# gpi_pad_ctrl

==> gpi_pad_ctrl/registers.png <==
Scale: 3 px per um. Other sequential cells in the stronger gray, the rest of the logic in the fainter gray.
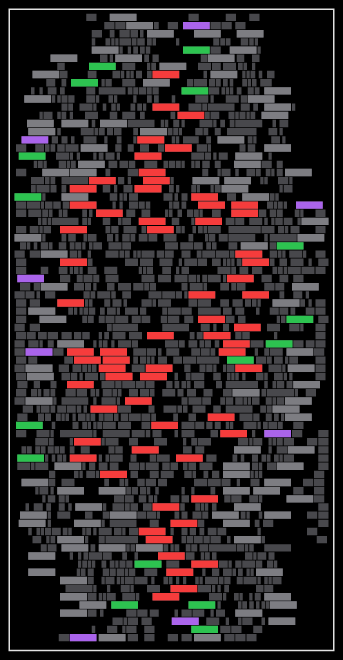

[config.mk]
export PLATFORM = sky130hd
export DESIGN_NAME = gpi_pad_ctrl
export DESIGN_NICKNAME = d
export VERILOG_FILES = /design/src/rtl/gpi_pad_ctrl.sv
export SDC_FILE = /design/constraint.sdc
export NUM_CORES = 1
export LEC_CHECK = 0
export CORE_ASPECT_RATIO = 2
export CORE_UTILIZATION = 53
export DETAILED_ROUTE_END_ITERATION = 8
export PLACE_DENSITY = 0.75
export SYNTH_ARGS = -nofsm -noshare
export SYNTH_HDL_FRONTEND = slang
export SYNTH_SLANG_ARGS = --single-unit
[constraint.sdc]
create_clock -name CLK_I -period 13.4 [get_ports CLK_I]
set_input_delay 2.68 -clock CLK_I [delete_from_list [all_inputs] [get_ports CLK_I]]
set_output_delay 2.68 -clock CLK_I [all_outputs]
set_load 0.005 [all_outputs]
[src/rtl/gpi_pad_ctrl.sv]
// ---------------------------------------------------------------------------
// gpi_pad_ctrl
//
// Controller for a bank of general-purpose input pad cells.
//
// Each pad has its own small state machine:
//   OFF    -> pad input buffer disabled; level and debounce state cleared.
//   SETTLE -> input buffer enabled and waiting SETTLE_CYC cycles for the
//             pad receiver to settle before its samples are trusted.
//   ACTIVE -> samples are debounced into LVL_O.
//             Qualified rising and falling edges set sticky status bits.
//
// The raw pad input passes through a 2-flop synchroniser. The synchroniser
// keeps running while the pad is disabled, so it already holds a clean
// sample when the pad comes out of SETTLE.
//
// Parameters
//   N_PADS     number of pad cells controlled
//   SETTLE_CYC cycles IE_O must be high before VLD_O rises (1..255)
//   DEB_W      width of the debounce threshold and debounce counters
//
// Ports
//   CLK_I       clock, rising edge
//   RST_I       asynchronous active-high reset
//   EN_I        per-pad enable
//   STE_CFG_I   Schmitt-trigger setting, copied to every pad
//   DEB_THR_I   debounce threshold in cycles (0 is treated as 1)
//   IRQ_MASK_I  interrupt mask; bit 2i = rise of pad i, bit 2i+1 = fall
//   CLR_I       write-1-to-clear strobe for STS_O (same bit map)
//   PAD_DI_I    raw pad data, asynchronous to CLK_I
//   IE_O        pad input enable
//   STE_O       pad Schmitt-trigger enable, bits [2i+1:2i] for pad i
//   LVL_O       debounced pad level
//   VLD_O       pad is ACTIVE
//   STS_O       sticky edge status (same bit map as IRQ_MASK_I)
//   IRQ_O       registered OR of STS_O & IRQ_MASK_I
// ---------------------------------------------------------------------------
module gpi_pad_ctrl #(
  parameter int unsigned N_PADS     = 8,
  parameter int unsigned SETTLE_CYC = 4,
  parameter int unsigned DEB_W      = 8
) (
  input  logic                  CLK_I,
  input  logic                  RST_I,
  input  logic [N_PADS-1:0]     EN_I,
  input  logic [1:0]            STE_CFG_I,
  input  logic [DEB_W-1:0]      DEB_THR_I,
  input  logic [2*N_PADS-1:0]   IRQ_MASK_I,
  input  logic [2*N_PADS-1:0]   CLR_I,
  input  logic [N_PADS-1:0]     PAD_DI_I,
  output logic [N_PADS-1:0]     IE_O,
  output logic [2*N_PADS-1:0]   STE_O,
  output logic [N_PADS-1:0]     LVL_O,
  output logic [N_PADS-1:0]     VLD_O,
  output logic [2*N_PADS-1:0]   STS_O,
  output logic                  IRQ_O
);

  localparam logic [1:0] ST_OFF    = 2'd0;
  localparam logic [1:0] ST_SETTLE = 2'd1;
  localparam logic [1:0] ST_ACTIVE = 2'd2;

  localparam logic [7:0] SETTLE_LOAD = 8'(SETTLE_CYC);

  // A threshold of 0 is treated as 1 so that every mismatch still needs at
  // least one compare cycle before the level flips.
  logic [DEB_W-1:0] thr_eff;
  assign thr_eff = (DEB_THR_I == '0) ? DEB_W'(1) : DEB_THR_I;

  // -------------------------------------------------------------------------
  // Schmitt-trigger configuration: registered and fanned out to every pad,
  // independent of pad state.
  // -------------------------------------------------------------------------
  logic [2*N_PADS-1:0] ste_q;

  always_ff @(posedge CLK_I or posedge RST_I) begin
    if (RST_I) begin
      ste_q <= '0;
    end else begin
      ste_q <= {N_PADS{STE_CFG_I}};
    end
  end

  assign STE_O = ste_q;

  // -------------------------------------------------------------------------
  // Per-pad logic
  // -------------------------------------------------------------------------
  for (genvar gi = 0; gi < N_PADS; gi++) begin : g_pad
    logic             sync1_q;
    logic             sync2_q;
    logic [1:0]       state_q;
    logic [1:0]       state_d;
    logic [7:0]       settle_q;
    logic [7:0]       settle_d;
    logic [DEB_W-1:0] deb_q;
    logic [DEB_W-1:0] deb_d;
    logic [DEB_W:0]   deb_inc;
    logic             lvl_q;
    logic             lvl_d;
    logic [1:0]       sts_q;
    logic [1:0]       sts_d;
    logic [1:0]       set_edge;

    // Synchroniser: cleared only by RST_I, never by EN_I.
    always_ff @(posedge CLK_I or posedge RST_I) begin
      if (RST_I) begin
        sync1_q <= 1'b0;
        sync2_q <= 1'b0;
      end else begin
        sync1_q <= PAD_DI_I[gi];
        sync2_q <= sync1_q;
      end
    end

    // One bit wider than the counter so the compare against the threshold
    // cannot overflow when the counter is near its maximum.
    assign deb_inc = {1'b0, deb_q} + {{DEB_W{1'b0}}, 1'b1};

    always_comb begin
      state_d  = state_q;
      settle_d = settle_q;
      deb_d    = deb_q;
      lvl_d    = lvl_q;
      set_edge = 2'b00;

      if (!EN_I[gi]) begin
        // Dropping the enable wins from any state; status is kept.
        state_d  = ST_OFF;
        settle_d = '0;
        deb_d    = '0;
        lvl_d    = 1'b0;
      end else begin
        case (state_q)
          ST_OFF: begin
            state_d  = ST_SETTLE;
            settle_d = SETTLE_LOAD;
          end

          ST_SETTLE: begin
            // Leave on the edge where the counter reads 1, giving exactly
            // SETTLE_CYC cycles of IE_O before VLD_O. The initial level is
            // taken as-is and does not count as an edge.
            if (settle_q <= 8'd1) begin
              state_d  = ST_ACTIVE;
              settle_d = '0;
              lvl_d    = sync2_q;
            end else begin
              settle_d = settle_q - 8'd1;
            end
          end

          ST_ACTIVE: begin
            if (sync2_q != lvl_q) begin
              // This cycle is mismatch number deb_q+1; flip when it reaches
              // the threshold currently presented.
              if (deb_inc >= {1'b0, thr_eff}) begin
                lvl_d    = sync2_q;
                deb_d    = '0;
                set_edge = sync2_q ? 2'b01 : 2'b10;
              end else if (deb_q != '1) begin
                deb_d = deb_inc[DEB_W-1:0];
              end
            end else begin
              deb_d = '0;
            end
          end

          default: begin
            state_d  = ST_OFF;
            settle_d = '0;
            deb_d    = '0;
            lvl_d    = 1'b0;
          end
        endcase
      end

      // A new edge in the same cycle as a clear strobe keeps the bit set.
      sts_d = (sts_q & ~CLR_I[2*gi +: 2]) | set_edge;
    end

    always_ff @(posedge CLK_I or posedge RST_I) begin
      if (RST_I) begin
        state_q  <= ST_OFF;
        settle_q <= '0;
        deb_q    <= '0;
        lvl_q    <= 1'b0;
        sts_q    <= 2'b00;
      end else begin
        state_q  <= state_d;
        settle_q <= settle_d;
        deb_q    <= deb_d;
        lvl_q    <= lvl_d;
        sts_q    <= sts_d;
      end
    end

    assign IE_O[gi]         = (state_q != ST_OFF);
    assign VLD_O[gi]        = (state_q == ST_ACTIVE);
    assign LVL_O[gi]        = lvl_q;
    assign STS_O[2*gi +: 2] = sts_q;
  end

  // -------------------------------------------------------------------------
  // Interrupt: registered, so it follows STS_O or the mask by one cycle.
  // -------------------------------------------------------------------------
  logic irq_q;

  always_ff @(posedge CLK_I or posedge RST_I) begin
    if (RST_I) begin
      irq_q <= 1'b0;
    end else begin
      irq_q <= |(STS_O & IRQ_MASK_I);
    end
  end

  assign IRQ_O = irq_q;

endmodule

# demux_1xn_reg

**config.mk**
```make
export PLATFORM = sky130hd
export DESIGN_NAME = demux_1xn_reg
export DESIGN_NICKNAME = d
export VERILOG_FILES = /design/src/rtl/demux_1xn_reg.sv
export SDC_FILE = /design/constraint.sdc
export NUM_CORES = 1
export LEC_CHECK = 0
export ABC_AREA = 1
export CORE_AREA = 2 2 67 69
export CTS_BUF_LIST = sky130_fd_sc_hd__clkbuf_8
export DETAILED_ROUTE_END_ITERATION = 10
export DIE_AREA = 0 0 69 71
export PLACE_DENSITY = 0.8
export SYNTH_ARGS = -nofsm -noshare
export SYNTH_HDL_FRONTEND = slang
export SYNTH_SLANG_ARGS = --single-unit
```
**constraint.sdc**
```tcl
create_clock -name clk -period 1.5 [get_ports clk]
set_input_delay 0.15 -clock clk [delete_from_list [all_inputs] [get_ports clk]]
set_output_delay 0.15 -clock clk [all_outputs]
set_load 0.05 [all_outputs]
```
**src/rtl/demux_1xn_reg.sv**
```systemverilog
// ============================================================================
// demux_1xn_reg
// ----------------------------------------------------------------------------
// Registered 1:N streaming demultiplexer with valid/ready on the input and on
// every output channel. Each channel owns one output register. The target
// channel comes from `sel` in addressed mode or from an internal round-robin
// pointer in round-robin mode.
//
// Ports
//   clk        rising-edge clock
//   rst        asynchronous, active-high reset
//   mode       0 = addressed (route by sel), 1 = round-robin (route by rr_ptr)
//   in_valid   producer has a word
//   in_data    input word
//   sel        target channel in addressed mode
//   in_ready   word is accepted this cycle (combinational)
//   out_valid  per-channel valid, bit k is channel k
//   out_data   channel k occupies [k*WIDTH +: WIDTH]; idle channels read zero
//   out_ready  per-channel consumer ready
//   rr_ptr     current round-robin pointer
//   sel_err    one-cycle pulse after an addressed word with sel >= N was dropped
// ============================================================================
module demux_1xn_reg #(
    parameter int  WIDTH = 8,
    parameter int  N     = 4,
    localparam int SEL_W = $clog2(N)
) (
    input  logic                 clk,
    input  logic                 rst,
    input  logic                 mode,
    input  logic                 in_valid,
    input  logic [WIDTH-1:0]     in_data,
    input  logic [SEL_W-1:0]     sel,
    output logic                 in_ready,
    output logic [N-1:0]         out_valid,
    output logic [N*WIDTH-1:0]   out_data,
    input  logic [N-1:0]         out_ready,
    output logic [SEL_W-1:0]     rr_ptr,
    output logic                 sel_err
);

    localparam logic [SEL_W-1:0] LAST = SEL_W'(N - 1);

    logic [SEL_W-1:0]          target;
    logic [N-1:0]              hit;
    logic [N-1:0]              free;
    logic [N-1:0]              load;
    logic                      accept;
    logic                      drop;
    logic [N-1:0][WIDTH-1:0]   data_q;

    // One-hot decode of the target channel. An out-of-range addressed
    // select (only possible when N is not a power of 2) decodes to all-zero.
    // NOTE: every always_comb output gets a default before any conditional
    // assignment so no path leaves it unassigned (which would infer a latch).
    always_comb begin
        target = mode ? rr_ptr : sel;
        hit    = '0;
        for (int k = 0; k < N; k++) begin
            hit[k] = (target == SEL_W'(k));
        end
    end

    // A channel can take a new word if it is empty or being drained now.
    assign free     = ~out_valid | out_ready;
    // An unmapped select is always accepted so the producer never deadlocks.
    assign in_ready = (~|hit) | (|(hit & free));
    assign accept   = in_valid & in_ready;
    assign load     = {N{accept}} & hit;
    assign drop     = accept & ~|hit;

    // NOTE: sequential state uses non-blocking assignments only, so every
    // register samples pre-edge values regardless of statement order.
    // The data registers are reset as well because an idle channel must
    // present zero data, not stale contents.
    always_ff @(posedge clk or posedge rst) begin
        if (rst) begin
            out_valid <= '0;
            data_q    <= '0;
            rr_ptr    <= '0;
            sel_err   <= 1'b0;
        end else begin
            sel_err <= drop;

            // In round-robin mode the target is always in range, so an
            // accept always lands on a channel and the pointer may advance.
            if (accept && mode) begin
                rr_ptr <= (rr_ptr == LAST) ? '0 : rr_ptr + SEL_W'(1);
            end

            for (int k = 0; k < N; k++) begin
                if (load[k]) begin
                    // Covers simultaneous drain+accept: new word replaces
                    // the old one and valid stays high.
                    data_q[k]    <= in_data;
                    out_valid[k] <= 1'b1;
                end else if (out_valid[k] && out_ready[k]) begin
                    data_q[k]    <= '0;
                    out_valid[k] <= 1'b0;
                end
            end
        end
    end

    assign out_data = data_q;

endmodule

```
# fetch_seq

$ cat src/rtl/pdp8_pkg.sv
// pdp8_pkg -- shared definitions for the instruction fetch sequencer.
//
// Contents:
//   ADDR_W_DEF, DATA_W_DEF  default address/PC and data widths
//   WAIT_MAX_DEF            default memAck wait budget in REQ cycles
//   state_t                 fetch FSM state encoding
//
// Build option: SINGLE_STEP_EN adds the PAUSE state used by single-step mode.

package pdp8_pkg;

   localparam int ADDR_W_DEF   = 12;
   localparam int DATA_W_DEF   = 12;
   localparam int WAIT_MAX_DEF = 15;

`ifdef SINGLE_STEP_EN
   typedef enum logic [2:0] {
      IDLE   = 3'd0,
      REQ    = 3'd1,
      STROBE = 3'd2,
      HOLD   = 3'd3,
      ERR    = 3'd4,
      PAUSE  = 3'd5
   } state_t;
`else
   typedef enum logic [2:0] {
      IDLE   = 3'd0,
      REQ    = 3'd1,
      STROBE = 3'd2,
      HOLD   = 3'd3,
      ERR    = 3'd4
   } state_t;
`endif

endpackage

$ cat src/rtl/fetch_timer.sv
// fetch_timer -- memAck wait counter for the REQ state.
//
// Ports:
//   CLK, RESET_N  clock, asynchronous active-low reset
//   clr           restart the count (issued as the fetch launches)
//   en            high while the sequencer is in REQ
//   expired       high during the WAIT_MAX-th consecutive REQ cycle; if
//                 memAck is still absent at that edge the fetch times out

module fetch_timer
   import pdp8_pkg::*;
#(
   parameter int WAIT_MAX = WAIT_MAX_DEF
) (
   input  logic CLK,
   input  logic RESET_N,
   input  logic clr,
   input  logic en,
   output logic expired
);

   localparam int CW = $clog2(WAIT_MAX + 1);

   logic [CW-1:0] count;

   always_ff @(posedge CLK or negedge RESET_N) begin
      if (!RESET_N) begin
         count <= '0;
      end else if (clr) begin
         count <= '0;
      end else if (en) begin
         count <= count + 1'b1;
      end
   end

   // count holds the number of REQ cycles already completed, so the
   // WAIT_MAX-th cycle is the one where it equals WAIT_MAX-1.
   assign expired = en && (count == CW'(WAIT_MAX - 1));

endmodule

$ cat src/rtl/fetch_seq.sv
// fetch_seq -- instruction fetch sequencer: reads one word at PC, strobes it
// into the instruction register, then advances PC.
//
// Ports:
//   CLK, RESET_N        clock, asynchronous active-low reset
//   start, pcLoad, pcIn fetch request / PC load (sampled only in IDLE)
//   errClr              clears busErr and leaves ERR
//   memAck, memData     memory read response
//   memRd, memAddr      memory read request; memAddr always equals PC
//   busData, ckFetch    fetched word and its one-cycle capture strobe
//   done                one-cycle pulse as the fetch completes
//   busErr              sticky memory-timeout flag
//   pc                  program counter
//   fsm_state           current FSM state, for observation
//   stepMode, stepGo    single-step controls (SINGLE_STEP_EN builds only)
//
// Build option: SINGLE_STEP_EN adds stepMode/stepGo and the PAUSE state.
//
// Memory handshake: memRd rises on the edge that leaves IDLE for REQ and
// stays high until the edge that captures memData (memAck=1 in REQ) or the
// edge that times out. memAck is only looked at in REQ; memData only matters
// on the capturing edge.

module fetch_seq
   import pdp8_pkg::*;
#(
   parameter int ADDR_W   = ADDR_W_DEF,
   parameter int DATA_W   = DATA_W_DEF,
   parameter int WAIT_MAX = WAIT_MAX_DEF
) (
   input  logic              CLK,
   input  logic              RESET_N,
   input  logic              start,
   input  logic              pcLoad,
   input  logic [ADDR_W-1:0] pcIn,
   input  logic              errClr,
   input  logic              memAck,
   input  logic [DATA_W-1:0] memData,
`ifdef SINGLE_STEP_EN
   input  logic              stepMode,
   input  logic              stepGo,
`endif
   output logic              memRd,
   output logic [ADDR_W-1:0] memAddr,
   output logic [DATA_W-1:0] busData,
   output logic              ckFetch,
   output logic              done,
   output logic              busErr,
   output logic [ADDR_W-1:0] pc,
   output state_t            fsm_state
);

   state_t state;
   logic   timer_clr;
   logic   timer_en;
   logic   expired;

   assign timer_clr = (state == IDLE) && start && !pcLoad;
   assign timer_en  = (state == REQ);

   fetch_timer #(.WAIT_MAX(WAIT_MAX)) u_timer (
      .CLK     (CLK),
      .RESET_N (RESET_N),
      .clr     (timer_clr),
      .en      (timer_en),
      .expired (expired)
   );

   assign memAddr   = pc;
   assign fsm_state = state;

   always_ff @(posedge CLK or negedge RESET_N) begin
      if (!RESET_N) begin
         state   <= IDLE;
         pc      <= '0;
         busData <= '0;
         memRd   <= 1'b0;
         ckFetch <= 1'b0;
         done    <= 1'b0;
         busErr  <= 1'b0;
      end else begin
         done <= 1'b0;
         case (state)
            IDLE: begin
               // A load wins over a simultaneous start; that start is dropped.
               if (pcLoad) begin
                  pc <= pcIn;
               end else if (start) begin
                  memRd <= 1'b1;
                  state <= REQ;
               end
            end
            REQ: begin
               // An ack on the final allowed cycle still completes the fetch.
               if (memAck) begin
                  busData <= memData;
                  memRd   <= 1'b0;
                  ckFetch <= 1'b1;
                  state   <= STROBE;
               end else if (expired) begin
                  memRd  <= 1'b0;
                  busErr <= 1'b1;
                  state  <= ERR;
               end
            end
            STROBE: begin
               ckFetch <= 1'b0;
               pc      <= pc + 1'b1;
               state   <= HOLD;
            end
            HOLD: begin
`ifdef SINGLE_STEP_EN
               if (stepMode) begin
                  state <= PAUSE;
               end else begin
                  done  <= 1'b1;
                  state <= IDLE;
               end
`else
               done  <= 1'b1;
               state <= IDLE;
`endif
            end
            ERR: begin
               if (errClr) begin
                  busErr <= 1'b0;
                  state  <= IDLE;
               end
            end
`ifdef SINGLE_STEP_EN
            PAUSE: begin
               if (stepGo) begin
                  done  <= 1'b1;
                  state <= IDLE;
               end
            end
`endif
            default: state <= IDLE;
         endcase
      end
   end

endmodule

$ cat config.mk
export PLATFORM = sky130hd
export DESIGN_NAME = fetch_seq
export DESIGN_NICKNAME = d
export VERILOG_FILES = /design/src/rtl/pdp8_pkg.sv /design/src/rtl/fetch_timer.sv /design/src/rtl/fetch_seq.sv
export SDC_FILE = /design/constraint.sdc
export NUM_CORES = 1
export LEC_CHECK = 0
export ABC_AREA = 1
export CAP_MARGIN = 20
export CORE_MARGIN = 3
export CORE_UTILIZATION = 34
export DETAILED_ROUTE_END_ITERATION = 8
export GPL_ROUTABILITY_DRIVEN = 0
export PLACE_DENSITY = 0.75
export SLEW_MARGIN = 0
export SYNTH_ARGS = -nofsm -noshare
export SYNTH_HDL_FRONTEND = slang
export SYNTH_SLANG_ARGS = --single-unit
$ cat constraint.sdc
create_clock -name CLK -period 3.5 [get_ports CLK]
set_clock_uncertainty 0.2 [all_clocks]
set_input_delay 0.7 -clock CLK [delete_from_list [all_inputs] [get_ports CLK]]
set_output_delay 0.7 -clock CLK [all_outputs]
set_load 0.01 [all_outputs]
==> fetch_seq/metal_stack.png <==
Scale: 6 px per um. Only two layers are drawn.
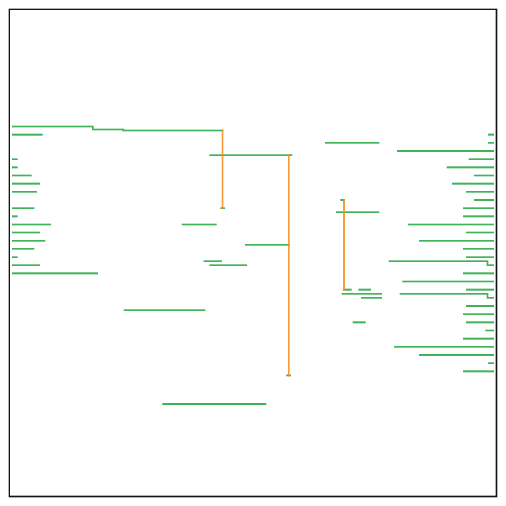
Key: met3 = green [wire length 398 um]; met4 = orange [wire length 64.6 um]

==> fetch_seq/registers.png <==
Scale: 6 px per um. Other sequential cells in the stronger gray, the rest of the logic in the fainter gray.
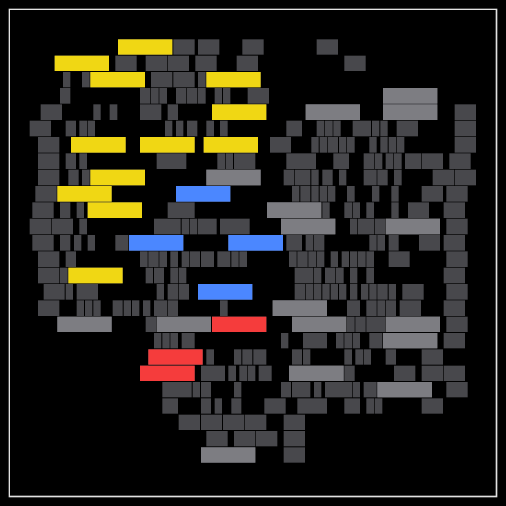
Key: busData = yellow [flops 12]; u_timer.count = blue [flops 4, where center]; fsm_state = red [flops 3]

==> out/metrics.yaml, fetch_seq <==
status:
  status: "completed"
power_and_ir_drop:
  pg_seq_uw: 788
  powerComb_uw: 1270
  p_sw_share_pct: 41.8
  pwr-share-clk_pct: 12.9
  combPwrFrac_pct: 53.8
  power_uw: 2360
yosys:
  synth_seq_share_pct: 45.8
  yosys.area_share.simple_pct: 32.2
  flop_cell: "dfrtp_1"
  ys_types: 29
  fp_nets: 281
  netlist_top_cells_count: "77 x nand2_1, 35 x dfrtp_1, 29 x nor2_1, 24 x nand3_1, 17 x inv_1"
clock_tree:
  cts_inserted_buffers: 5
  cts_tree: "yes"
  clk_latency_ps: 300
  cts_root_buf: "clkbuf_8"
worst_setup_path:
  crit_slowest_cell: "clkdlybuf4s50_1"
  rr_endpoint: "busErr$_DFFE_PN0P_"
  reg2regPathDepth: 7
  slowest_delay_ps: 580
routing:
  drt-wirelength-per-cell_um: 11.9
flow_run:
  openroad.warnings: 27
floorplanning:
  die_h_um: 81.0
  row_count: 26
  fp.dieW_um: 81.0
  tapCellCount: 70
layout:
  final_util_pct: 50.8
  clk_share_pct: 3.46
  fin_area_mm2: 0.00268
  area_share_nonclk_buffers_pct: 27.2
  comb_area_um2: 820
  areaGrowthSynthToFinish_pct: 40.2
worst_hold_path:
  hold_class: "reg2reg"
final_timing:
  slew-limit-headroom_pct: 67.3
grt:
  antenna_found_initial: 0
[fetch_seq: routing by layer]
layer	global-route usage (%)	wire (um)	vias up
li1	-	-	903
met1	17.6	1870	809
met2	24.5	2190	75
met3	5.21	398	7
met4	5.57	64	0
met5	0	0	-
[fetch_seq: state kept, by name, summed over array words and instances (netlist names)]
name,cells
memRd,1
busData,12
busErr,1
ckFetch,1
fsm_state,3
memAddr,12
done,1
u_timer.count,4
[fetch_seq: worst reg2reg max path, stage by stage, from the launching register on]
cell and delay [ps]:
dfrtp_1 440, nor2_1 190, nand2_2 100, inv_2 230
nand2_2 260, nand2_1 120, nand2_1 50, nand2_1 60
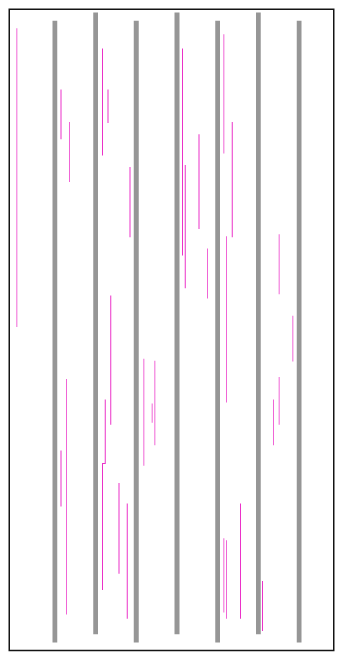
(gpi_pad_ctrl/met4.png)
Scale: 3 px per um. Supply wires on this layer in gray.
26 nets have wire on it. The longest straight run is 99.3 um. The layer holds 3.7% of the routed length.

About gpi_pad_ctrl/registers.png:
Key: g_pad.deb_q = red [flops 64]; g_pad.state_q = green [flops 16, where spread over the die]; g_pad.sync1_q = purple [flops 8, where spread over the die]
Another 99 sequential cells are not colored.

==> out/metrics.yaml, gpi_pad_ctrl <==
status:
  status: "completed"
routing:
  drt-total-wl_mm: 27.3
  wl_met3_mm: 1.02
power_and_ir_drop:
  pg_seq_uw: 769
  seqPwrFrac_pct: 35.1
  combPwrFrac_pct: 40.2
  p_switching_uw: 831
layout:
  final_common_cell: "dfrtp_1"
  final_util_pct: 62.3
worst_setup_path:
  path_class: "in2reg"
  crit_buf_inv: 2
  cp_max_fo: 9
  crit_slowest_cell: "clkdlybuf4s50_1"
final_timing:
  tightest_slew_ps: 874
placed_design:
  gp_congestion: 0.899
worst_hold_path:
  hold_class: "reg2reg"
  hold_end: "g_pad[7].sync2_q$_DFF_PP0_"
clock_tree:
  clock-sinks: 187
  clk_pin_slew_ps: 70
  htreeDepth: 4
grt:
  overflow: 0
yosys:
  ys_chip_area_mm2: 0.0118
  yosysTopAreaCell: "dfrtp_1"
## gpi_pad_ctrl: layout make-up
class                      instances  area, um2
sequential                       187       4680
multi-input combinational        967       6540
inverter                          87        334
clock buffer                      19        443
timing repair buffer             117       1170
fill                            1898       8280
tap                              276        345
clock inverter                    12        173
## gpi_pad_ctrl: per-stage QoR
stage	hold WS, ps	cells	setup slack [ps]	instance area (um2)
after CTS	352	1665	7760	13700
after detailed placement	336	1634	7270	13100
after global routing	355	1665	7540	13700
after global placement	332	1634	7360	13100
after floorplan	331	1290	5630	11800
final	349	1665	7730	13700
==> demux_1xn_reg/met1.png <==
Scale: 8 px per um. Supply wires on this layer in gray.
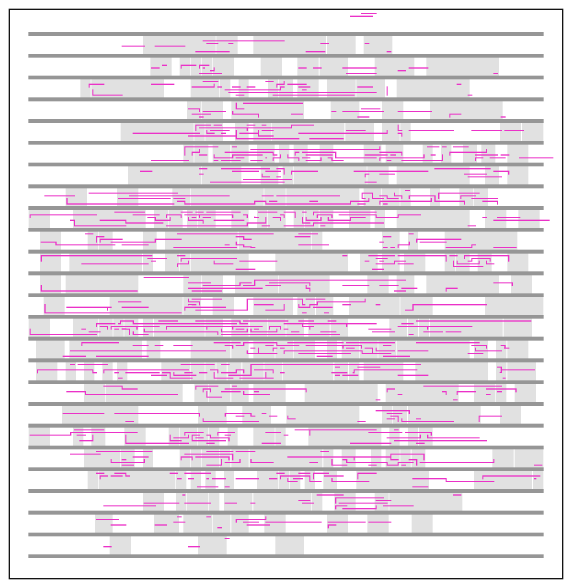
The longest straight run is 21.2 um. 249 nets have wire on it. The layer carries 1,870 um of wire.

==> out/metrics.yaml, demux_1xn_reg <==
yosys:
  flop_cell: "dfrtp_1"
  yosysTopAreaCell: "dfrtp_1"
  syn_avg_cell_area_um2: 9.25
floorplanning:
  dieArea_mm2: 0.00490
final_timing:
  timing.final.ws_setup_ps: -106
  hold_viol: 0
  finalClockPeriodUsage_pct: 107
  setup_viol: 1
routing:
  drtAntennaViolNets: 0
  wl_met3_um: 292
status:
  status: "finished, violations left"
  violations: "negative setup slack"
flow_run:
  drv_cap: 0
worst_setup_path:
  critPathCapture: "in_ready"
  rrSetupSlack_ps: 0
  path_class: "reg2out"
  critPathLaunch: "out_valid[3]$_DFFE_PP0P_"
grt:
  grt_max_degree: 40
placed_design:
  place_area_mm2: 0.00251
clock_tree:
  cts-resized-gates: 4
layout:
  n_all_buffers: 78
  nNonClkInverters: 13
## demux_1xn_reg: sequential cells by signal (all words and copies together) (netlist names)
name and count:
out_data 32, rr_ptr 2, sel_err 1, out_valid 4
## demux_1xn_reg: power breakdown
group          switching [uW]  internal (uW)
Combinational            2500           1200
Sequential                262           1470
Clock                     350            312
Total                    3120           2980
## demux_1xn_reg: stage by stage
step	total power [uW]	setup WS (ps)	hold WS (ps)
final	6100	-106	208
after global routing	6410	-165	246
after CTS	6070	-105	222
after detailed placement	5340	-307	495
after global placement	5270	-273	484
after floorplan	4260	-4.52	305

# apb_master_bridge

==> apb_master_bridge/met4.png <==
Scale: 4 px per um. Supply wires on this layer in gray.
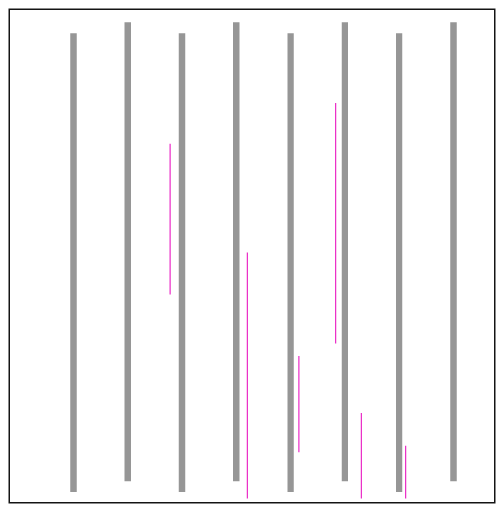

`config.mk`:
```
export PLATFORM = sky130hd
export DESIGN_NAME = apb_master_bridge
export DESIGN_NICKNAME = d
export VERILOG_FILES = /design/src/rtl/apb_master_bridge.sv
export SDC_FILE = /design/constraint.sdc
export NUM_CORES = 1
export LEC_CHECK = 0
export CORE_AREA = 2 2 119 121
export CTS_CLUSTER_SIZE = 10
export DETAILED_ROUTE_END_ITERATION = 6
export DIE_AREA = 0 0 121 123
export DONT_BUFFER_PORTS = 1
export GPL_ROUTABILITY_DRIVEN = 0
export HOLD_SLACK_MARGIN = 0.05
export SLEW_MARGIN = 20
export SYNTH_ARGS = -nofsm -noshare
export SYNTH_HDL_FRONTEND = slang
export SYNTH_SLANG_ARGS = --single-unit
```
`constraint.sdc`:
```
create_clock -name PCLK -period 1.98 [get_ports PCLK]
set_input_delay 0.396 -clock PCLK [delete_from_list [all_inputs] [get_ports PCLK]]
set_output_delay 0.396 -clock PCLK [all_outputs]
set_load 0.01 [all_outputs]
```
`src/rtl/apb_master_bridge.sv`:
```
// APB initiator bridge: accepts single CPU requests on a valid/ready port,
// decodes them to one of NUM_SLAVES APB peripherals and runs one SETUP/ACCESS
// transfer. A PREADY timeout converts a dead slave into an error response.
//
// Handshake: a request transfers on a rising edge where req_valid and
// req_ready are both high; req_ready is high only while the bridge is idle.
// rsp_valid is a one-cycle strobe with no backpressure, qualifying
// rsp_rdata/rsp_err.
module apb_master_bridge #(
  parameter int          NUM_SLAVES  = 4,
  parameter logic [31:0] BASE_ADDR   = 32'h1000_0000,
  parameter int          TIMEOUT_CYC = 16
) (
  input  logic                    PCLK,
  input  logic                    PRESET,
  input  logic                    req_valid,
  output logic                    req_ready,
  input  logic [31:0]             req_addr,
  input  logic                    req_write,
  input  logic [31:0]             req_wdata,
  output logic                    rsp_valid,
  output logic [31:0]             rsp_rdata,
  output logic                    rsp_err,
  output logic [31:0]             PADDR,
  output logic                    PWRITE,
  output logic [31:0]             PWDATA,
  output logic                    PENABLE,
  output logic [NUM_SLAVES-1:0]   PSEL,
  input  logic [32*NUM_SLAVES-1:0] PRDATA,
  input  logic [NUM_SLAVES-1:0]   PREADY,
  output logic [1:0]              o_dbg_state
);

  localparam int CNT_W = $clog2(TIMEOUT_CYC);

  typedef enum logic [1:0] {
    S_IDLE   = 2'd0,
    S_SETUP  = 2'd1,
    S_ACCESS = 2'd2,
    S_RESP   = 2'd3
  } state_t;

  state_t                r_state, w_state_nxt;
  logic [NUM_SLAVES-1:0] r_psel, w_psel_nxt;
  logic                  r_penable, w_penable_nxt;
  logic [31:0]           r_paddr, w_paddr_nxt;
  logic                  r_pwrite, w_pwrite_nxt;
  logic [31:0]           r_pwdata, w_pwdata_nxt;
  logic                  r_rsp_valid, w_rsp_valid_nxt;
  logic [31:0]           r_rsp_rdata, w_rsp_rdata_nxt;
  logic                  r_rsp_err, w_rsp_err_nxt;
  logic [CNT_W-1:0]      r_cnt, w_cnt_nxt;

  logic [3:0]            w_idx;
  logic                  w_hit;
  logic [NUM_SLAVES-1:0] w_onehot;
  logic                  w_pready_sel;
  logic [31:0]           w_prdata_sel;

  // Address decode of the incoming request into a hit flag and a one-hot select
  always_comb begin
    w_idx = req_addr[15:12];
    w_hit = (req_addr[31:16] == BASE_ADDR[31:16]) && (int'(w_idx) < NUM_SLAVES);
    for (int k = 0; k < NUM_SLAVES; k++) begin
      w_onehot[k] = (int'(w_idx) == k);
    end
  end

  // Return path mux steered by the registered PSEL, so unselected slaves never leak in
  always_comb begin
    w_pready_sel = 1'b0;
    w_prdata_sel = '0;
    for (int k = 0; k < NUM_SLAVES; k++) begin
      if (r_psel[k]) begin
        w_pready_sel = w_pready_sel | PREADY[k];
        w_prdata_sel = w_prdata_sel | PRDATA[32*k +: 32];
      end
    end
  end

  // Next-state and next-output logic; every output is computed here and registered
  always_comb begin
    w_state_nxt     = r_state;
    w_psel_nxt      = r_psel;
    w_penable_nxt   = r_penable;
    w_paddr_nxt     = r_paddr;
    w_pwrite_nxt    = r_pwrite;
    w_pwdata_nxt    = r_pwdata;
    w_rsp_valid_nxt = 1'b0;
    w_rsp_rdata_nxt = r_rsp_rdata;
    w_rsp_err_nxt   = r_rsp_err;
    w_cnt_nxt       = r_cnt;
    case (r_state)
      S_IDLE: begin
        if (req_valid) begin
          if (w_hit) begin
            // Bus fields only change on a real transfer so a miss leaves the bus untouched
            w_paddr_nxt   = req_addr;
            w_pwrite_nxt  = req_write;
            w_pwdata_nxt  = req_wdata;
            w_psel_nxt    = w_onehot;
            w_penable_nxt = 1'b0;
            w_cnt_nxt     = '0;
            w_state_nxt   = S_SETUP;
          end else begin
            w_rsp_valid_nxt = 1'b1;
            w_rsp_err_nxt   = 1'b1;
            w_rsp_rdata_nxt = '0;
            w_state_nxt     = S_RESP;
          end
        end
      end
      S_SETUP: begin
        w_penable_nxt = 1'b1;
        w_state_nxt   = S_ACCESS;
      end
      S_ACCESS: begin
        if (w_pready_sel) begin
          w_psel_nxt      = '0;
          w_penable_nxt   = 1'b0;
          w_rsp_valid_nxt = 1'b1;
          w_rsp_err_nxt   = 1'b0;
          w_rsp_rdata_nxt = r_pwrite ? 32'd0 : w_prdata_sel;
          w_state_nxt     = S_RESP;
        end else if (r_cnt == CNT_W'(TIMEOUT_CYC - 1)) begin
          w_psel_nxt      = '0;
          w_penable_nxt   = 1'b0;
          w_rsp_valid_nxt = 1'b1;
          w_rsp_err_nxt   = 1'b1;
          w_rsp_rdata_nxt = '0;
          w_state_nxt     = S_RESP;
        end else begin
          w_cnt_nxt = r_cnt + CNT_W'(1);
        end
      end
      S_RESP: begin
        w_state_nxt = S_IDLE;
      end
      default: begin
        w_state_nxt = S_IDLE;
      end
    endcase
  end

  // State and output registers; reset aborts any transfer without a response
  always_ff @(posedge PCLK or negedge PRESET) begin
    if (!PRESET) begin
      r_state     <= S_IDLE;
      r_psel      <= '0;
      r_penable   <= 1'b0;
      r_paddr     <= '0;
      r_pwrite    <= 1'b0;
      r_pwdata    <= '0;
      r_rsp_valid <= 1'b0;
      r_rsp_rdata <= '0;
      r_rsp_err   <= 1'b0;
      r_cnt       <= '0;
    end else begin
      r_state     <= w_state_nxt;
      r_psel      <= w_psel_nxt;
      r_penable   <= w_penable_nxt;
      r_paddr     <= w_paddr_nxt;
      r_pwrite    <= w_pwrite_nxt;
      r_pwdata    <= w_pwdata_nxt;
      r_rsp_valid <= w_rsp_valid_nxt;
      r_rsp_rdata <= w_rsp_rdata_nxt;
      r_rsp_err   <= w_rsp_err_nxt;
      r_cnt       <= w_cnt_nxt;
    end
  end

  assign req_ready   = (r_state == S_IDLE);
  assign rsp_valid   = r_rsp_valid;
  assign rsp_rdata   = r_rsp_rdata;
  assign rsp_err     = r_rsp_err;
  assign PADDR       = r_paddr;
  assign PWRITE      = r_pwrite;
  assign PWDATA      = r_pwdata;
  assign PENABLE     = r_penable;
  assign PSEL        = r_psel;
  assign o_dbg_state = r_state;

endmodule

```
# mem_trace_streamer

`src/rtl/mem_trace_streamer.sv`:
```
// mem_trace_streamer: buffers core store events as {addr, data} records in a
// circular FIFO and streams them to a consumer over a valid/ready handshake.
// Stores are optionally filtered (zero addr/data), a full FIFO raises stall_req,
// and stores captured while full with no pop are counted in a saturating counter.
module mem_trace_streamer #(
  parameter int unsigned ADDR_W    = 16,
  parameter int unsigned DATA_W    = 48,
  parameter int unsigned DEPTH     = 8,
  parameter int unsigned SKIP_ZERO = 1,
  parameter int unsigned CNT_W     = 16
) (
  input  logic                        clk,
  input  logic                        reset,
  input  logic                        wr_en,
  input  logic [ADDR_W-1:0]           wr_addr,
  input  logic [DATA_W-1:0]           wr_data,
  input  logic                        flush,
  output logic                        out_valid,
  input  logic                        out_ready,
  output logic [ADDR_W+DATA_W-1:0]    out_rec,
  output logic                        stall_req,
  output logic [$clog2(DEPTH):0]      level,
  output logic [CNT_W-1:0]            drop_cnt
);

  localparam int unsigned PTR_W = $clog2(DEPTH);
  localparam int unsigned LVL_W = PTR_W + 1;
  localparam int unsigned REC_W = ADDR_W + DATA_W;

  logic [REC_W-1:0] r_mem [DEPTH];
  logic [PTR_W-1:0] r_rd_ptr;
  logic [PTR_W-1:0] r_wr_ptr;
  logic [LVL_W-1:0] r_level;
  logic             r_valid;
  logic             r_full;
  logic [CNT_W-1:0] r_drop_cnt;

  logic             w_cap;
  logic             w_pop;
  logic             w_push;
  logic             w_drop;
  logic [PTR_W-1:0] w_rd_ptr_nxt;
  logic [PTR_W-1:0] w_wr_ptr_nxt;
  logic [LVL_W-1:0] w_level_nxt;

  // Handshake events; flush cancels both push and drop in its cycle.
  always_comb begin
    w_cap  = wr_en & ((SKIP_ZERO == 0) | ((wr_addr != '0) & (wr_data != '0)));
    w_pop  = r_valid & out_ready;
    w_push = w_cap & (~r_full | w_pop) & ~flush;
    w_drop = w_cap & r_full & ~w_pop & ~flush;
  end

  // Next pointer and level values; flush returns everything to the empty state.
  always_comb begin
    w_rd_ptr_nxt = r_rd_ptr;
    w_wr_ptr_nxt = r_wr_ptr;
    w_level_nxt  = r_level;
    if (flush) begin
      w_rd_ptr_nxt = '0;
      w_wr_ptr_nxt = '0;
      w_level_nxt  = '0;
    end else begin
      if (w_pop)  w_rd_ptr_nxt = r_rd_ptr + PTR_W'(1);
      if (w_push) w_wr_ptr_nxt = r_wr_ptr + PTR_W'(1);
      if (w_push && !w_pop)      w_level_nxt = r_level + LVL_W'(1);
      else if (w_pop && !w_push) w_level_nxt = r_level - LVL_W'(1);
    end
  end

  // Pointer, level and status flags; valid/full are registered copies of the level decode.
  always_ff @(posedge clk or negedge reset) begin
    if (!reset) begin
      r_rd_ptr <= '0;
      r_wr_ptr <= '0;
      r_level  <= '0;
      r_valid  <= 1'b0;
      r_full   <= 1'b0;
    end else begin
      r_rd_ptr <= w_rd_ptr_nxt;
      r_wr_ptr <= w_wr_ptr_nxt;
      r_level  <= w_level_nxt;
      r_valid  <= (w_level_nxt != '0);
      r_full   <= (w_level_nxt == LVL_W'(DEPTH));
    end
  end

  // Saturating count of records lost to a full FIFO; flush leaves it alone.
  always_ff @(posedge clk or negedge reset) begin
    if (!reset) begin
      r_drop_cnt <= '0;
    end else if (w_drop && (r_drop_cnt != '1)) begin
      r_drop_cnt <= r_drop_cnt + CNT_W'(1);
    end
  end

  // Record storage; contents survive reset since only pointers define validity.
  always_ff @(posedge clk) begin
    if (w_push) r_mem[r_wr_ptr] <= {wr_addr, wr_data};
  end

  assign out_valid = r_valid;
  assign stall_req = r_full;
  assign level     = r_level;
  assign drop_cnt  = r_drop_cnt;
  assign out_rec   = r_mem[r_rd_ptr];

endmodule

```
`config.mk`:
```
export PLATFORM = sky130hd
export DESIGN_NAME = mem_trace_streamer
export DESIGN_NICKNAME = d
export VERILOG_FILES = /design/src/rtl/mem_trace_streamer.sv
export SDC_FILE = /design/constraint.sdc
export NUM_CORES = 1
export LEC_CHECK = 0
export CORE_ASPECT_RATIO = 1.4
export CORE_UTILIZATION = 40
export CTS_CLUSTER_DIAMETER = 120
export DETAILED_ROUTE_END_ITERATION = 8
export PLACE_DENSITY = 0.71
export SYNTH_ARGS = -nofsm -noshare
export SYNTH_HDL_FRONTEND = slang
export SYNTH_SLANG_ARGS = --single-unit
export TNS_END_PERCENT = 5
```
`constraint.sdc`:
```
create_clock -name clk -period 5.9 [get_ports clk]
set_input_delay 1.18 -clock clk [delete_from_list [all_inputs] [get_ports clk]]
set_output_delay 1.18 -clock clk [all_outputs]
set_load 0.05 [all_outputs]
```
# accum_sequencer

===== config.mk =====
export PLATFORM = sky130hd
export DESIGN_NAME = accum_sequencer
export DESIGN_NICKNAME = d
export VERILOG_FILES = /design/src/rtl/accum_sequencer.sv
export SDC_FILE = /design/constraint.sdc
export NUM_CORES = 1
export LEC_CHECK = 0
export ABC_AREA = 1
export ABC_CLOCK_PERIOD_IN_PS = 4050
export CORE_ASPECT_RATIO = 1.5
export CORE_MARGIN = 4
export CORE_UTILIZATION = 31
export CTS_CLUSTER_SIZE = 14
export DETAILED_ROUTE_END_ITERATION = 7
export GPL_TIMING_DRIVEN = 1
export PLACE_DENSITY = 0.6
export SYNTH_ARGS = -nofsm -noshare
export SYNTH_HDL_FRONTEND = slang
export SYNTH_SLANG_ARGS = --single-unit

===== constraint.sdc =====
create_clock -name clk -period 4.05 [get_ports clk]
set_input_delay 0.405 -clock clk [delete_from_list [all_inputs] [get_ports clk]]
set_output_delay 0.405 -clock clk [all_outputs]
set_load 0.02 [all_outputs]

===== src/rtl/accum_sequencer.sv =====
// rtl/accum_sequencer.sv - job sequencer for the FP accumulator of one convolution output
// Clears the accumulator, streams len terms into it, then captures and presents the sum.
module accum_sequencer #(
    parameter int BITWIDTH = 12,
    parameter int BW       = BITWIDTH + 2 - 1,
    parameter int MAX_LEN  = 256,
    parameter int CNT_W    = $clog2(MAX_LEN + 1)
) (
    input  logic             clk,
    input  logic             rst,
    input  logic             start,
    input  logic [CNT_W-1:0] len,
    input  logic             abort,
    input  logic [BW:0]      in_data,
    input  logic             in_valid,
    output logic             in_ready,
    output logic             acc_clear,
    output logic             acc_enable,
    output logic [BW:0]      acc_in,
    input  logic [BW:0]      acc_sum,
    output logic [BW:0]      out_data,
    output logic             out_valid,
    input  logic             out_ready,
    output logic             busy,
    output logic             err_len
);

    typedef enum logic [2:0] {
        S_IDLE  = 3'd0,
        S_CLR   = 3'd1,
        S_RUN   = 3'd2,
        S_DRAIN = 3'd3,
        S_HOLD  = 3'd4
    } state_t;

    state_t           r_state;
    state_t           w_next;
    logic [CNT_W-1:0] r_count;
    logic [CNT_W-1:0] r_len_q;
    logic             r_err_len;

    logic w_len_ok;
    logic w_abort;
    logic w_handshake;
    logic w_start_window;
    logic w_accept;
    logic w_last;

    assign w_len_ok       = (len != '0) && (len <= CNT_W'(MAX_LEN));
    assign w_abort        = abort && (r_state != S_IDLE);
    assign w_handshake    = (r_state == S_HOLD) && out_ready && !w_abort;
    // A new job may be taken from IDLE or on the very cycle the result is consumed
    assign w_start_window = start && ((r_state == S_IDLE) || w_handshake);
    assign w_accept       = (r_state == S_RUN) && in_valid && !abort;
    assign w_last         = w_accept && (r_count == (r_len_q - CNT_W'(1)));

    always_ff @(posedge clk or negedge rst) begin
        if (!rst) begin
            r_state <= S_IDLE;
        end else begin
            r_state <= w_next;
        end
    end

    always_comb begin
        w_next = r_state;
        if (w_abort) begin
            w_next = S_IDLE;
        end else begin
            case (r_state)
                S_IDLE:  if (start && w_len_ok) w_next = S_CLR;
                S_CLR:   w_next = S_RUN;
                S_RUN:   if (w_last) w_next = S_DRAIN;
                S_DRAIN: w_next = S_HOLD;
                S_HOLD: begin
                    if (w_handshake) begin
                        w_next = (start && w_len_ok) ? S_CLR : S_IDLE;
                    end
                end
                default: w_next = S_IDLE;
            endcase
        end
    end

    always_comb begin
        in_ready   = (r_state == S_RUN) && !abort;
        acc_clear  = (r_state == S_CLR) || w_abort;
        acc_enable = in_valid && in_ready;
        acc_in     = in_data;
        out_valid  = (r_state == S_HOLD);
        busy       = (r_state != S_IDLE);
        err_len    = r_err_len;
    end

    always_ff @(posedge clk or negedge rst) begin
        if (!rst) begin
            r_count   <= '0;
            r_len_q   <= '0;
            r_err_len <= 1'b0;
            out_data  <= '0;
        end else begin
            r_err_len <= w_start_window && !w_len_ok;
            if (w_abort) begin
                r_count <= '0;
            end else if (w_start_window && w_len_ok) begin
                r_len_q <= len;
                r_count <= '0;
            end else if (w_accept) begin
                r_count <= r_count + CNT_W'(1);
            end
            // The accumulator register settles one cycle after the last accepted term
            if ((r_state == S_DRAIN) && !w_abort) begin
                out_data <= acc_sum;
            end
        end
    end

endmodule


==> accum_sequencer/final_congestion.png <==
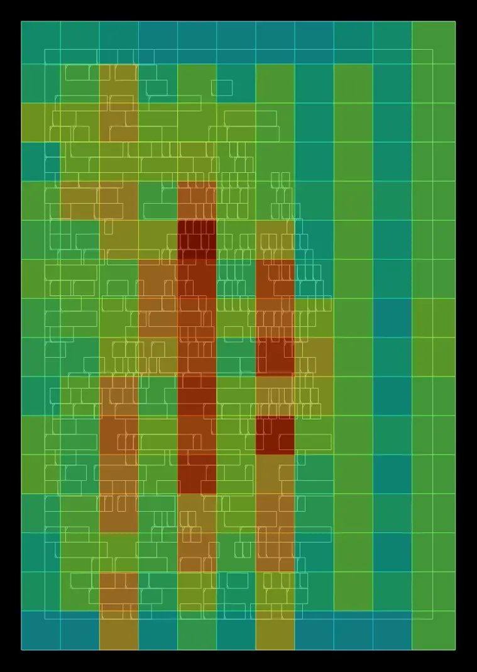
post-layout util: 39.5%
GR Util met2: 21.8%
GRT met1 Usage: 10.7%
global routing usage on met3: 3.50%

==> out/metrics.yaml, accum_sequencer <==
final_timing:
  timing.final.ws_setup_ps: 1560
  min_period_ps: 2490
  setup_viol: 0
  slew-limit-headroom_pct: 69.0
  finalClockPeriodUsage_pct: 61.4
  hold_viol: 0
  tightest_slew_ps: 465
flow_run:
  drv_cap: 0
floorplanning:
  core_area_mm2: 0.00690
  row_count: 37
  dieArea_mm2: 0.00851
  floorplan.core_util_pct: 31.8
  tapCellCount: 78
  fp.dieW_um: 76.7
layout:
  areaGrowthSynthToFinish_pct: 24.2
  lay_top_cells: "78 x nand2_1, 48 x clkdlybuf4s50_1, 41 x inv_1"
  diodes: 0
  nets: 360
  nMultiInputCombCells: 181
  comb-cell-share_pct: 36.8
  comb_area_mm2: 0.00100
  seq_area_um2: 901
clock_tree:
  clock-sinks: 36
  cts-resized-gates: 0
  clk_path_buf_depth: 2
  clk_latency_ps: 280
yosys:
  ys_chip_area_mm2: 0.00219
  yosysTopAreaCell: "dfrtp_1"
  synth.area.mux_share_pct: 7.19
  syn_area_mm2: 0.00219
  fp_nets: 321
  synth-edff-count: 0
  async_reset_ff_share_pct: 100
worst_setup_path:
  path_class: "in2out"
  worstPathArrival_ps: 2080
  critPathCaptureType: "output pin"
  reg2regPathDepth: 12
  slowest_delay_ps: 620
  rrSetupSlack_ps: 2200
  start_kind: "input port"
  crit_buf_inv: 3
  critPathLaunch: "abort"
  cpLargestDelayFamily: "buffers and inverters"
  rr_endpoint: "r_state[0]$_DFFE_PN0P_"
  cp_max_fo: 9
power_and_ir_drop:
  p_int_uw: 967
  pg_seq_uw: 588
  p_sw_share_pct: 40.6
  power_uw: 1630
  p_leak_uw: 0.00135
  power_density_mw_per_mm2: 597
  p_switching_uw: 660
  combPwrFrac_pct: 49.4
  maxPowerGroup: "combinational logic"
  powerComb_uw: 803
routing:
  drt-total-wl_mm: 4.65
  drtAntennaViolNets: 0
  drt_first_iter_violations: 75
  drt-wirelength-per-cell_um: 11.8
status:
  status: "completed"
placed_design:
  gp_congestion: 0.877
  place_area_mm2: 0.00265
  detailedPlacementHpwl_mm: 3.65
worst_hold_path:
  hold_class: "reg2reg"
grt:
  grt_max_degree: 37
[accum_sequencer: state kept, by name, indices dropped and copies added (netlist names)]
signal and flops:
err_len 1, out_data 14, r_count 9, r_len_q 9
r_state 3
[accum_sequencer: layer usage]
metal  GRT usage (%)  routed length, um  vias to the layer above
met5               0                  0                        -
met2            21.8               2490                       44
met1            10.7               1760                      836
met4            5.68                121                        0
li1                -                  -                      924
met3            3.50                277                       11
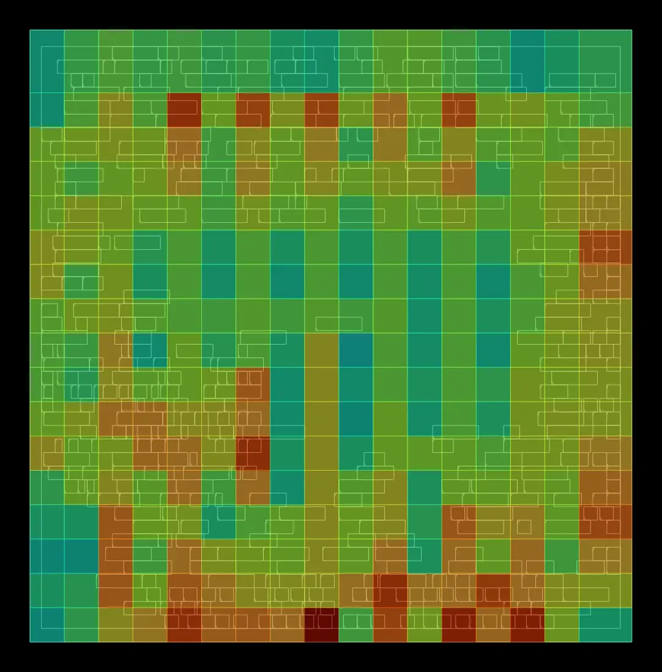
(apb_master_bridge/final_congestion.png)
GRT met1 Usage: 19.3%
average wire per standard cell: 21.0 um

==> apb_master_bridge/metal_stack.png <==
Scale: 4 px per um. Only two layers are drawn.
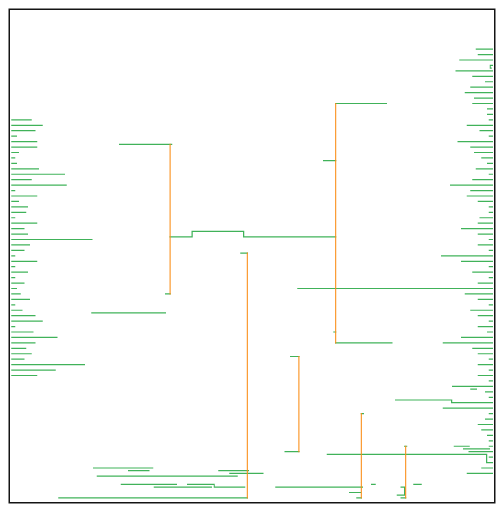
Key: met4 = orange [wire length 216 um]; met3 = green [wire length 971 um]

Notes on apb_master_bridge/met4.png above:
The wires run mostly vertical. The layer carries 216 um of wire. The longest straight run is 61.2 um. The layer holds 1.7% of the routed length. 5 nets have wire on it.

==> out/metrics.yaml, apb_master_bridge <==
status:
  status: "finished, violations left"
  violations: "negative hold slack"
clock_tree:
  cts_tree: "yes"
  clock-sinks: 110
yosys:
  yosysTopAreaCell: "dfrtp_1"
  ys_types: 37
  syn_area_mm2: 0.00530
  aoi_share_pct: 16.8
floorplanning:
  fp.dieW_um: 121
worst_setup_path:
  start_kind: "register"
  worstPathArrival_ps: 2160
final_timing:
  tightest_slew_ps: 377
  whs_ps: -264
  hold_viol: 110
grt:
  overflow: 0
placed_design:
  dp.cells: 576
  detailedPlacementHpwl_mm: 9.46
layout:
  sh_seq_area_pct: 46.3
  clk_share_pct: 4.94
power_and_ir_drop:
  power_density_mw_per_mm2: 1160
  p_sw_share_pct: 33.2
[apb_master_bridge: power groups by stage]
stage | registers (uW) | clock network [uW] | logic [uW]
global placement | 2550 | 0 | 2310
finish | 2510 | 1760 | 2620
floorplan | 2550 | 0 | 1920
global route | 2520 | 1910 | 2830
CTS | 2510 | 1820 | 2410
detailed placement | 2560 | 0 | 2390
[apb_master_bridge: synthesized netlist by cell type, drive strengths merged, types with 5 or more instances]
master and count:
buf 14, inv 5, mux2 84, dfrtp 110, clkbuf 17, nand3 6
ha 5, a22oi 64, a21boi 33, and2 17, o21ai 8, nand2 6
==> mem_trace_streamer/met4.png <==
Scale: 1.5 px per um. Supply wires on this layer in gray.
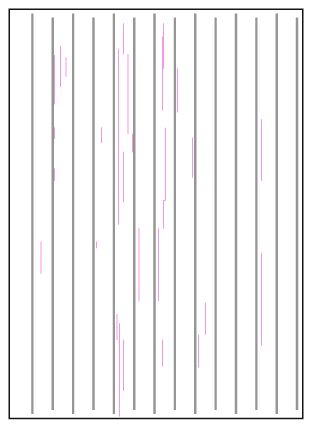
The longest straight run is 117 um. The wires run mostly vertical. 12 nets have wire on it. The layer carries 935 um of wire.

==> out/metrics.yaml, mem_trace_streamer <==
status:
  status: "completed"
worst_setup_path:
  path_class: "reg2out"
  cp_max_fo: 32
  rrSetupSlack_ps: 2400
clock_tree:
  clock-sinks: 540
final_timing:
  hold_viol: 0
  whs_ps: 503
layout:
  areaGrowthSynthToFinish_pct: 19.5
  nets: 1170
floorplanning:
  fp.dieW_um: 195
  core_area_mm2: 0.0513
placed_design:
  portBuffers: 154
  gp_congestion: 0.785
flow_run:
  openroad.warnings: 28
yosys:
  netlist_top_cells_count: "512 x edfxtp_1, 128 x mux4_2, 64 x mux2_2, 28 x dfrtp_1"
power_and_ir_drop:
  p_int_uw: 6730
routing:
  drt-wirelength-per-cell_um: 24.2
grt:
  grtUsageTotal_pct: 16.7
-- mem_trace_streamer: cell usage in the layout (no fill, tap or decap), drive strengths merged, types with 2 or more instances in the layout --
master and instances:
a211oi 3, a21oi 2, and2 5, and3 7, and4 2, buf 25, bufinv 4, clkbuf 56
clkdlybuf4s50 154, clkinv 25, clkinvlp 2, dfrtp 28, diode 2, edfxtp 512, ha 5, inv 8
mux2 65, mux2i 2, mux4 128, nand2 11, nand3 9, nand3b 2, nand4 10, nor2 11
nor3 4, nor3b 5, nor4 13, o21ai 2, or4 4, xnor2 19, xor2 4

==> screenshots <==
Sequential cells grouped by signal name.
image #1
Scale: 1.5 px per um. Other sequential cells in the stronger gray, the rest of the logic in the fainter gray.
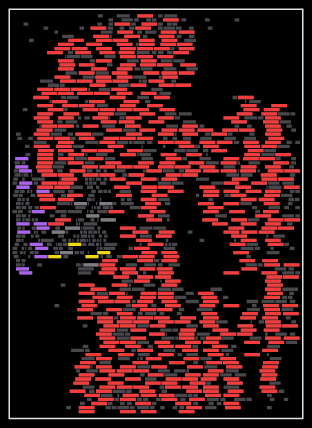
image #2
Scale: 4 px per um. Other sequential cells in the stronger gray, the rest of the logic in the fainter gray.
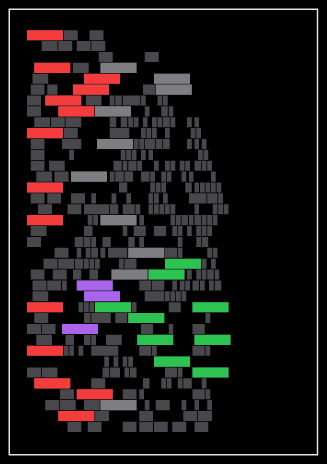
image #3
Scale: 4 px per um. Other sequential cells in the stronger gray, the rest of the logic in the fainter gray.
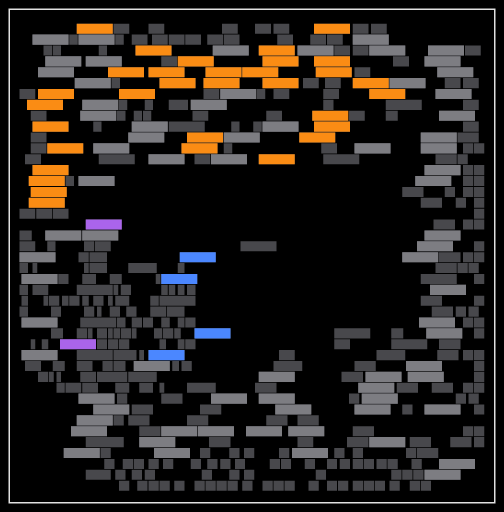
Image #2 comes from accum_sequencer.
Image #1 comes from mem_trace_streamer.
Image #3 comes from apb_master_bridge.
- smallest die: image #2



==> layout pictures side by side <==
Track usage over the die.
shot_01.png
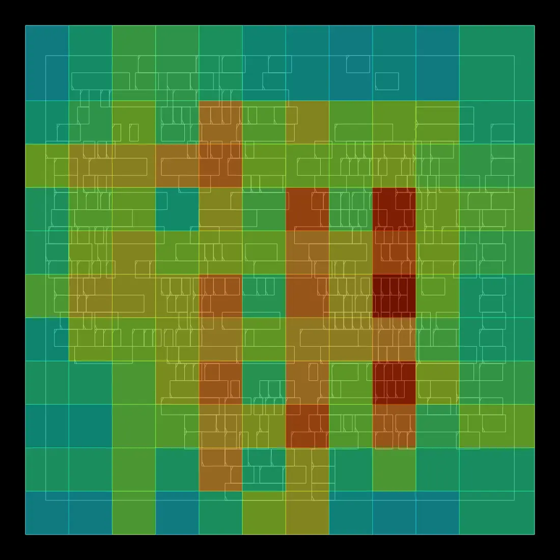
shot_02.png
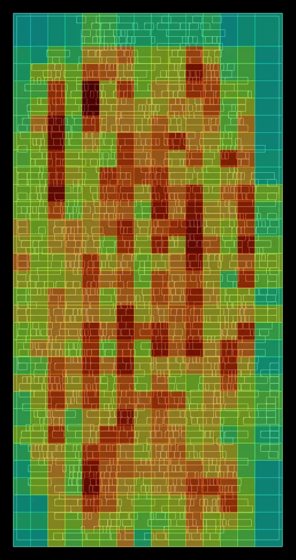
shot_03.png
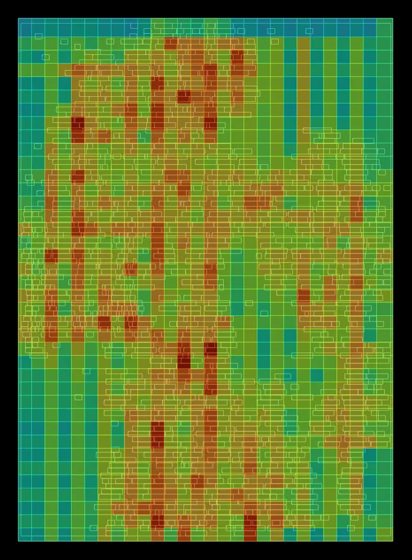
shot_04.png
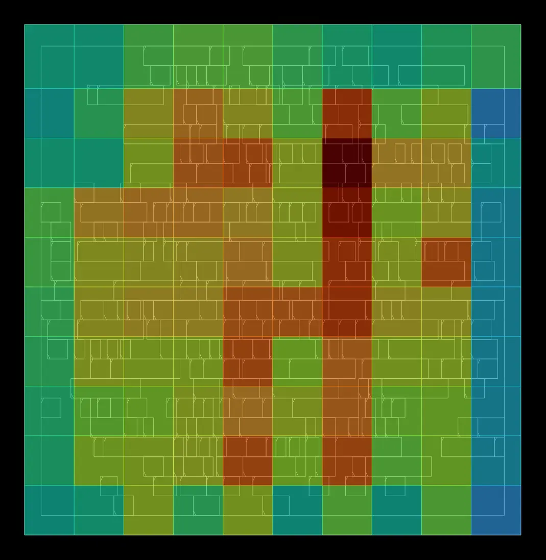
shot_04.png is demux_1xn_reg.
shot_01.png is fetch_seq.
shot_02.png is gpi_pad_ctrl.
shot_03.png is mem_trace_streamer.
Of these, highest track usage: shot_02.png
Of these, least wire per cell: shot_01.png

Power is estimated from default activity; no workload was simulated.
